==================== design 1
**Design 1: sequential cells grouped by signal name**

Other sequential cells in the stronger gray, the rest of the logic in the fainter gray.
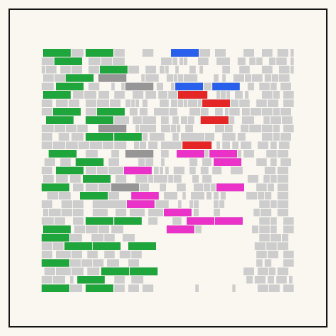

<file path="src/rtl/mm_pkg.sv">
// Shared address map and FSM state encoding for the 2x2 matrix host sequencer.
package mm_pkg;

    localparam logic [31:0] A_BASE    = 32'h00;
    localparam logic [31:0] B_BASE    = 32'h10;
    localparam logic [31:0] C_BASE    = 32'h20;
    localparam logic [31:0] CTRL_ADDR = 32'h30;
    localparam logic [31:0] STAT_ADDR = 32'h34;

    typedef enum logic [3:0] {
        S_IDLE,
        S_LOAD,
        S_START,
        S_POLL_RQ,
        S_POLL_WT,
        S_CLR,
        S_RD_RQ,
        S_RD_WT,
        S_EMIT
    } state_t;

    function automatic logic [31:0] word_addr(input logic [31:0] base, input logic [31:0] idx);
        return base + (idx << 2);
    endfunction

endpackage

</file>
<file path="src/rtl/matrix_host_seq.sv">
// Streams A,B into BRAM, kicks the accelerator, polls done, streams C back out.
// Operand writes happen in the accept cycle; results wait on res_ready (registered res_valid).
module matrix_host_seq
    import mm_pkg::*;
#(
    parameter int ADDR_W     = 13,
    parameter int DATA_W     = 32,
    parameter int N_ELEM     = 4,
    parameter int POLL_LIMIT = 1024
) (
    input  logic              clk,
    input  logic              rstn,
    input  logic              op_valid,
    output logic              op_ready,
    input  logic [DATA_W-1:0] op_data,
    output logic              res_valid,
    input  logic              res_ready,
    output logic [DATA_W-1:0] res_data,
    output logic              busy,
    output logic              timeout_err,
    output logic [ADDR_W-1:0] BRAM_addr,
    output logic              BRAM_clk,
    output logic [DATA_W-1:0] BRAM_din,
    input  logic [DATA_W-1:0] BRAM_dout,
    output logic              BRAM_en,
    output logic              BRAM_we
);

    localparam int N_LOAD = 2 * N_ELEM;
    localparam int LD_W   = $clog2(N_LOAD);
    localparam int RI_W   = $clog2(N_ELEM);
    localparam int PC_W   = $clog2(POLL_LIMIT + 1);

    state_t             r_state;
    state_t             w_next;
    logic [LD_W-1:0]    r_widx;
    logic [RI_W-1:0]    r_ridx;
    logic [PC_W-1:0]    r_poll;
    logic               r_clr_ph;
    logic               r_res_valid;
    logic [DATA_W-1:0]  r_res_data;
    logic               r_timeout;

    logic               w_en;
    logic               w_we;
    logic [31:0]        w_byte;
    logic [DATA_W-1:0]  w_din;
    logic               w_op_ready;
    logic               w_accept;
    logic [31:0]        w_op_addr;

    // First N_ELEM operands land in A, the rest in B.
    assign w_op_addr = (32'(r_widx) < 32'(N_ELEM))
                     ? word_addr(A_BASE, 32'(r_widx))
                     : word_addr(B_BASE, 32'(r_widx) - 32'(N_ELEM));
    assign w_accept  = op_valid & w_op_ready;

    always_comb begin
        w_next     = r_state;
        w_en       = 1'b0;
        w_we       = 1'b0;
        w_byte     = '0;
        w_din      = '0;
        w_op_ready = 1'b0;
        case (r_state)
            S_IDLE, S_LOAD: begin
                w_op_ready = 1'b1;
                if (op_valid) begin
                    w_en   = 1'b1;
                    w_we   = 1'b1;
                    w_byte = w_op_addr;
                    w_din  = op_data;
                    if (r_state == S_IDLE) begin
                        w_next = S_LOAD;
                    end else if (r_widx == LD_W'(N_LOAD - 1)) begin
                        w_next = S_START;
                    end
                end
            end
            S_START: begin
                w_en   = 1'b1;
                w_we   = 1'b1;
                w_byte = CTRL_ADDR;
                w_din  = DATA_W'(1);
                w_next = S_POLL_RQ;
            end
            S_POLL_RQ: begin
                w_en   = 1'b1;
                w_byte = STAT_ADDR;
                w_next = S_POLL_WT;
            end
            S_POLL_WT: begin
                if (BRAM_dout[0]) begin
                    w_next = S_CLR;
                end else if (r_poll == PC_W'(POLL_LIMIT - 1)) begin
                    w_next = S_IDLE;
                end else begin
                    w_next = S_POLL_RQ;
                end
            end
            S_CLR: begin
                w_en   = 1'b1;
                w_we   = 1'b1;
                w_byte = r_clr_ph ? STAT_ADDR : CTRL_ADDR;
                w_next = r_clr_ph ? S_RD_RQ : S_CLR;
            end
            S_RD_RQ: begin
                w_en   = 1'b1;
                w_byte = word_addr(C_BASE, 32'(r_ridx));
                w_next = S_RD_WT;
            end
            S_RD_WT: begin
                w_next = S_EMIT;
            end
            S_EMIT: begin
                if (res_ready) begin
                    w_next = (r_ridx == RI_W'(N_ELEM - 1)) ? S_IDLE : S_RD_RQ;
                end
            end
            default: begin
                w_next = S_IDLE;
            end
        endcase
    end

    always_ff @(posedge clk or negedge rstn) begin
        if (!rstn) begin
            r_state     <= S_IDLE;
            r_widx      <= '0;
            r_ridx      <= '0;
            r_poll      <= '0;
            r_clr_ph    <= 1'b0;
            r_res_valid <= 1'b0;
            r_res_data  <= '0;
            r_timeout   <= 1'b0;
        end else begin
            r_state <= w_next;
            case (r_state)
                S_IDLE, S_LOAD: begin
                    if (w_accept) begin
                        r_widx <= (w_next == S_START) ? '0 : r_widx + 1'b1;
                        if (r_state == S_IDLE) begin
                            r_timeout <= 1'b0;
                        end
                    end
                end
                S_START: begin
                    r_poll <= '0;
                end
                S_POLL_WT: begin
                    if (!BRAM_dout[0]) begin
                        if (r_poll == PC_W'(POLL_LIMIT - 1)) begin
                            r_timeout <= 1'b1;
                            r_poll    <= '0;
                        end else begin
                            r_poll <= r_poll + 1'b1;
                        end
                    end
                end
                S_CLR: begin
                    r_clr_ph <= ~r_clr_ph;
                    if (r_clr_ph) begin
                        r_ridx <= '0;
                    end
                end
                S_RD_WT: begin
                    r_res_data  <= BRAM_dout;
                    r_res_valid <= 1'b1;
                end
                S_EMIT: begin
                    if (res_ready) begin
                        r_res_valid <= 1'b0;
                        r_ridx      <= r_ridx + 1'b1;
                    end
                end
                default: begin
                end
            endcase
        end
    end

    assign op_ready    = w_op_ready;
    assign res_valid   = r_res_valid;
    assign res_data    = r_res_data;
    assign busy        = (r_state != S_IDLE);
    assign timeout_err = r_timeout;
    assign BRAM_addr   = w_byte[ADDR_W-1:0];
    assign BRAM_clk    = clk;
    assign BRAM_din    = w_din;
    assign BRAM_en     = w_en;
    assign BRAM_we     = w_we;

endmodule

</file>
<file path="config.mk">
export PLATFORM = sky130hd
export DESIGN_NAME = matrix_host_seq
export DESIGN_NICKNAME = d
export VERILOG_FILES = /design/src/rtl/mm_pkg.sv /design/src/rtl/matrix_host_seq.sv
export SDC_FILE = /design/constraint.sdc
export NUM_CORES = 1
export LEC_CHECK = 0
export ABC_CLOCK_PERIOD_IN_PS = 2750
export CORE_MARGIN = 10
export CORE_UTILIZATION = 43
export DETAILED_ROUTE_END_ITERATION = 12
export PLACE_DENSITY = 0.86
export SLEW_MARGIN = 20
export SYNTH_ARGS = -nofsm -noshare
export SYNTH_HDL_FRONTEND = slang
export SYNTH_SLANG_ARGS = --single-unit
</file>
<file path="constraint.sdc">
create_clock -name clk -period 2.75 [get_ports clk]
set_input_delay 0.55 -clock clk [delete_from_list [all_inputs] [get_ports clk]]
set_output_delay 0.55 -clock clk [all_outputs]
set_load 0.005 [all_outputs]
</file>
==================== design 2
File: config.mk
export PLATFORM = sky130hd
export DESIGN_NAME = m_pte_responder
export DESIGN_NICKNAME = d
export VERILOG_FILES = /design/src/rtl/m_pte_responder.sv
export SDC_FILE = /design/constraint.sdc
export NUM_CORES = 1
export LEC_CHECK = 0
export CAP_MARGIN = 20
export CORE_MARGIN = 2
export CORE_UTILIZATION = 30
export DETAILED_ROUTE_END_ITERATION = 7
export GPL_TIMING_DRIVEN = 0
export PLACE_DENSITY = 0.6
export SYNTH_ARGS = -nofsm -noshare
export SYNTH_HDL_FRONTEND = slang
export SYNTH_SLANG_ARGS = --single-unit
export TNS_END_PERCENT = 10
File: constraint.sdc
create_clock -name CLK -period 2.23 [get_ports CLK]
set_input_delay 0.446 -clock CLK [delete_from_list [all_inputs] [get_ports CLK]]
set_output_delay 0.446 -clock CLK [all_outputs]
set_load 0.01 [all_outputs]
File: src/rtl/m_pte_responder.sv
// m_pte_responder: executes page-walker PTE reads/writes against DRAM,
// with a one-entry last-PTE buffer that short-circuits repeated reads.
module m_pte_responder #(
   parameter int ADDR_WIDTH = 32,
   parameter bit ENABLE_BUF = 1
) (
   input  logic                  CLK,
   input  logic                  RST_X,
   input  logic                  w_pte_req,
   input  logic                  w_pte_we,
   input  logic [ADDR_WIDTH-1:0] w_pte_addr,
   input  logic [31:0]           w_pte_wdata,
   input  logic                  w_flush,
   output logic                  w_pte_busy,
   output logic [31:0]           w_pte_odata,
   output logic                  w_pte_rvalid,
   output logic                  w_pte_err,
   output logic                  w_dram_req,
   output logic                  w_dram_we,
   output logic [ADDR_WIDTH-1:0] w_dram_addr,
   output logic [31:0]           w_dram_wdata,
   input  logic                  w_dram_ack,
   input  logic                  w_dram_rvalid,
   input  logic [31:0]           w_dram_rdata
);
   typedef enum logic [1:0] {IDLE, ISSUE, WAIT_R, DONE} state_t;
   state_t                state_q;
   logic                  we_q, mis_q, fill_q, rvalid_q, err_q, req_q, bvalid_q;
   logic [ADDR_WIDTH-1:0] addr_q, baddr_q;
   logic [31:0]           wdata_q, odata_q, bdata_q;
   logic                  mis, hit;
   assign mis = w_pte_addr[1:0] != 2'b00;
   assign hit = ENABLE_BUF && !w_pte_we && bvalid_q && !w_flush && baddr_q == w_pte_addr;
   assign w_pte_busy   = state_q != IDLE;
   assign w_pte_odata  = odata_q;
   assign w_pte_rvalid = rvalid_q;
   assign w_pte_err    = err_q;
   assign w_dram_req   = req_q;
   assign w_dram_we    = we_q;
   assign w_dram_addr  = addr_q;
   assign w_dram_wdata = wdata_q;
   // fill_q remembers whether a flush hit this read while in flight, so it must not fill
   always_ff @(posedge CLK) begin
      if (!RST_X) begin
         state_q  <= IDLE;
         we_q     <= 1'b0;
         mis_q    <= 1'b0;
         fill_q   <= 1'b0;
         rvalid_q <= 1'b0;
         err_q    <= 1'b0;
         req_q    <= 1'b0;
         bvalid_q <= 1'b0;
         addr_q   <= '0;
         baddr_q  <= '0;
         wdata_q  <= '0;
         odata_q  <= '0;
         bdata_q  <= '0;
      end else begin
         rvalid_q <= 1'b0;
         err_q    <= 1'b0;
         if (w_flush) begin
            bvalid_q <= 1'b0;
            fill_q   <= 1'b0;
         end
         case (state_q)
            IDLE: if (w_pte_req) begin
               we_q    <= w_pte_we;
               addr_q  <= w_pte_addr;
               wdata_q <= w_pte_wdata;
               mis_q   <= mis;
               fill_q  <= ENABLE_BUF && !w_flush;
               if (mis) state_q <= DONE;
               else if (hit) begin
                  odata_q <= bdata_q;
                  state_q <= DONE;
               end else begin
                  req_q   <= 1'b1;
                  state_q <= ISSUE;
               end
            end
            ISSUE: if (w_dram_ack) begin
               req_q   <= 1'b0;
               state_q <= we_q ? DONE : WAIT_R;
               if (ENABLE_BUF && we_q && addr_q == baddr_q) bdata_q <= wdata_q;
            end
            WAIT_R: if (w_dram_rvalid) begin
               odata_q <= w_dram_rdata;
               state_q <= DONE;
               if (fill_q && !w_flush) begin
                  bvalid_q <= 1'b1;
                  baddr_q  <= addr_q;
                  bdata_q  <= w_dram_rdata;
               end
            end
            DONE: begin
               rvalid_q <= 1'b1;
               err_q    <= mis_q;
               state_q  <= IDLE;
            end
            default: state_q <= IDLE;
         endcase
      end
   end
endmodule

**Design 2: pin map**

Pins as bars across the die edge, other pins in gray.
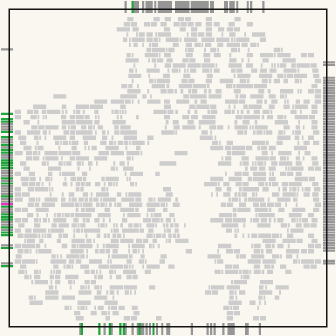
w_pte_we: in magenta, pins 1, direction input, edge left. w_dram_addr: in green, pins 32, direction output, edge 24 left, 7 bottom, 1 top.
All pins by edge: 72 right, 51 left, 48 top, 33 bottom.

==> CHANGELOG.md, design 2 <==
## Implementation

* Final std cells w/o fill at 1466
* Syn nets at 999
* Yosys top cell by instances: nand2_1
* Comb power at 2.88 mW
* Critical Path End Type: flop
* Distinct cells, synth at 39
* Leakage power at 4.48 nW
* Setup bufs post-CTS at 2
* Seq pwr share at 38.3%
* Clock Pin Slew Worst Setup and Hold Paths at 0.08 ns
* HPWL Detailed at 19300 um
* CP max stage cell: dfxtp_1
* Flip-flops at 169
* Gp weighted congestion at 0.833
* Final instance area at 11100 um2
* CP required at 2.56 ns
* Hold Crit Depth at 3
* Fin. Hold Viols at 0
* Bufs and invs on worst path at 2
* Commonest cells post-synth: nand2_1 (263), dfxtp_1 (169), a21boi_0 (99)
* Post-Syn Instances at 891
* Total grt overflow at 0
* Int Pwr at 6.09 mW
* DR iter-0 viols at 379
* Largest power group: registers
* P&R area growth vs syn at 40.5%
* Final worst-path setup slack at 0.0802 ns
* Area of the mapped netlist at 7930 um2
* R2r setup slk at 0.08 ns
* Status: finished clean
* Pwr Density at 829 nW/um2
* WS Path Type: flop to flop
* Total power at 9.23 mW
* Critical path, cell by cell: xor2_1 -> nor4_2 -> nand4_1 -> nor4_4 -> buf_12 -> buf_6 -> o21ai_1 -> o311a_1
* Hold Slack at 0.333 ns
* Fin nets at 1226
* Yosys warning tally at 0
## design 2: logic make-up (layout without fill, tap and decap cells)
kind of cell | count (synthesis) | after routing | synth area share [%]
simple gates | 312 | 312 | 16.3
compound gates | 177 | 177 | 16.8
flops | 169 | 169 | 42.6
mux | 96 | 96 | 12.6
buf+inv | 74 | 314 | 4.46
xor+xnor | 58 | 58 | 6.40
fa+ha+maj | 5 | 5 | 0.789
## design 2: placed cells by master (no fill, tap or decap), types with 2 or more instances in the layout
cell type	n
a2111oi_2	2
a21boi_0	99
and3_1	4
buf_12	4
buf_2	10
buf_4	6
buf_6	7
clkbuf_1	37
clkbuf_16	17
clkbuf_2	8
clkdlybuf4s50_1	192
clkinv_2	2
clkinv_4	3
clkinvlp_4	3
dfxtp_1	168
dlygate4sd2_1	2
dlymetal6s2s_1	8
ha_1	5
inv_1	8
inv_6	5
mux2_2	32
mux2i_1	64
nand2_1	263
nand2b_1	4
nand3_1	4
nand4_1	6
nor2_1	6
nor2b_1	2
nor3_1	3
nor3b_1	2
nor4_1	6
nor4_2	3
o21ai_0	5
o21ai_1	28
o221ai_1	2
o311a_1	32
xnor2_1	17
xnor2_2	4
xor2_1	36
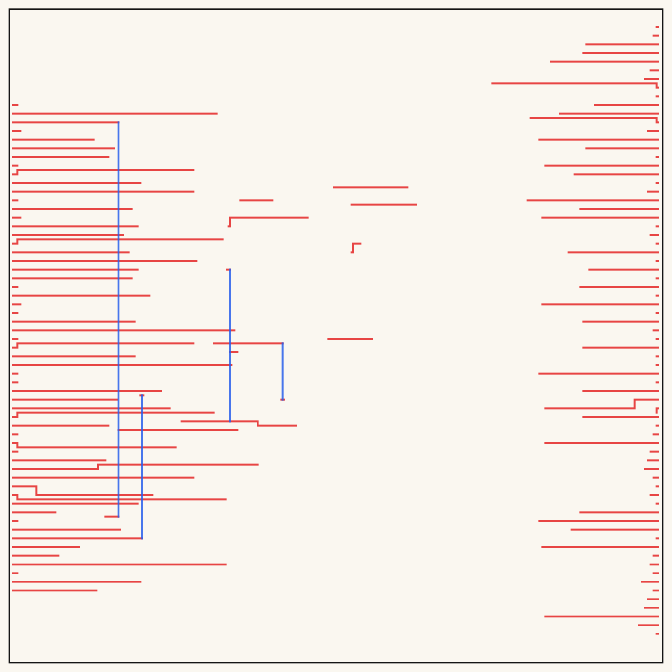
**Above:** design 1 (signal wires by layer).
Only two layers are drawn.
met4: in blue, wire length 117 um. met3: in red, wire length 1530 um.

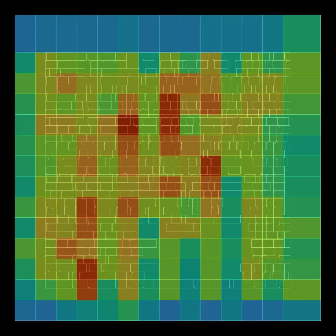
**Above:** design 1 (congestion heat map).
GR Util met1: 17.5%
Total GRT Usage: 16.4%
layer with the highest usage: met2
Final Core Density: 70.6%

## Picture notes: 'sequential cells grouped by signal name' of design 1
res_data: in green, sequential cells 32, where a column on the left. r_poll: in magenta, sequential cells 11, where middle. r_widx: in blue, sequential cells 3. r_state: in red, sequential cells 4.
Another 5 sequential cells are not colored.

==> CHANGELOG.md, design 1 <==
## Implementation

* Reg2Reg Capture Point: res_data[17]$_DFFE_PN0P_
* Critical path, cell by cell: buf_4 -> nand3b_1 -> a21oi_2 -> or2_2 -> clkdlybuf4s50_1
* First-pass GRT wire length at 13600 um
* Area of the mapped netlist at 2910 um2
* Post-Route WL at 8900 um
* Ant diodes at 0
* Critical Path End Type: primary output
* DRC violations left at 0
* Avg Inst Size Synth at 10.9 um2
* Final instance area at 4560 um2
* R2r setup slk at 0.65 ns
* Largest class: non-clock buffers
* Final worst-path setup slack at 0.0829 ns
* Max-slew violations at 0
* CP max stage cell: clkdlybuf4s50_1
* Clock buffer count at 9
* FILL cells at 473
* Yosys top cell by instances: dfrtp_1
* Seq pwr share at 32.7%
* CP Capture Point: BRAM_en
* Int Pwr at 2.82 mW
* Status: finished clean
* Clk pwr share at 16.8%
==> design 1: layer usage <==
metal / vias up / share of wire (%) / global-route usage [%]
met5: - / 0 / 0
met4: 0 / 1.3 / 6.18
met3: 10 / 17 / 11.9
met2: 148 / 42 / 24.8
met1: 1227 / 40 / 17.5
li1: 1225 / - / -
==> design 1: power by group through the flow <==
stage / Sequential [mW] / Combinational, mW / Clock (mW)
floorplan: 1.32 / 0.877 / 0.0236
global placement: 1.32 / 2.02 / 0.0306
detailed placement: 1.34 / 2.05 / 0.0306
CTS: 1.34 / 2.08 / 0.713
global route: 1.38 / 2.27 / 0.748
finish: 1.34 / 2.08 / 0.693
==> design 1: worst max-delay path: cells and delay by family, from the launching register on <==
kind,cells,cell delay [ns]
compound gates,1,0.18
buf+inv,2,0.70
simple gates,2,0.36
flops,1,0.47
==> design 1: sequential cells by signal (all words and copies together) (netlist names) <==
register     cells
r_clr_ph         1
r_poll          11
r_ridx           2
r_state          4
r_widx           3
res_data        32
res_valid        1
timeout_err      1
==> design 1: repair_timing <==
item / 4_1_cts / 5_1_grt
hold buffers: 0 / 0
setup endpoints to repair: 2 / 36
endpoints found under the hold margin: 0 / 0
gates resized: 2 / 9
setup buffers: 0 / 1


## Gallery

Metal 3.
image #1
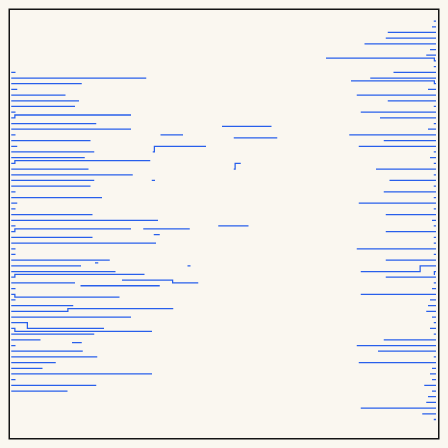
image #2
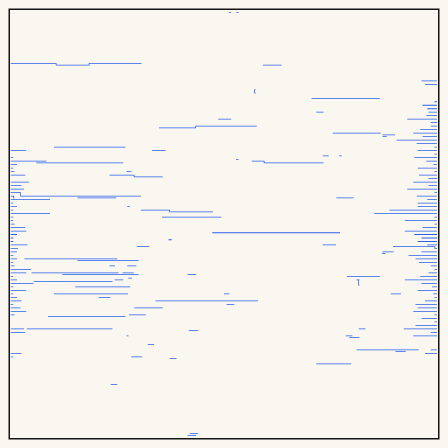
image #1: design 1
image #2: design 2

Key to image #2:
The wires run mostly horizontal. The layer carries 1520 um of wire. 167 nets have wire on it.

Power is estimated from default activity; no workload was simulated.
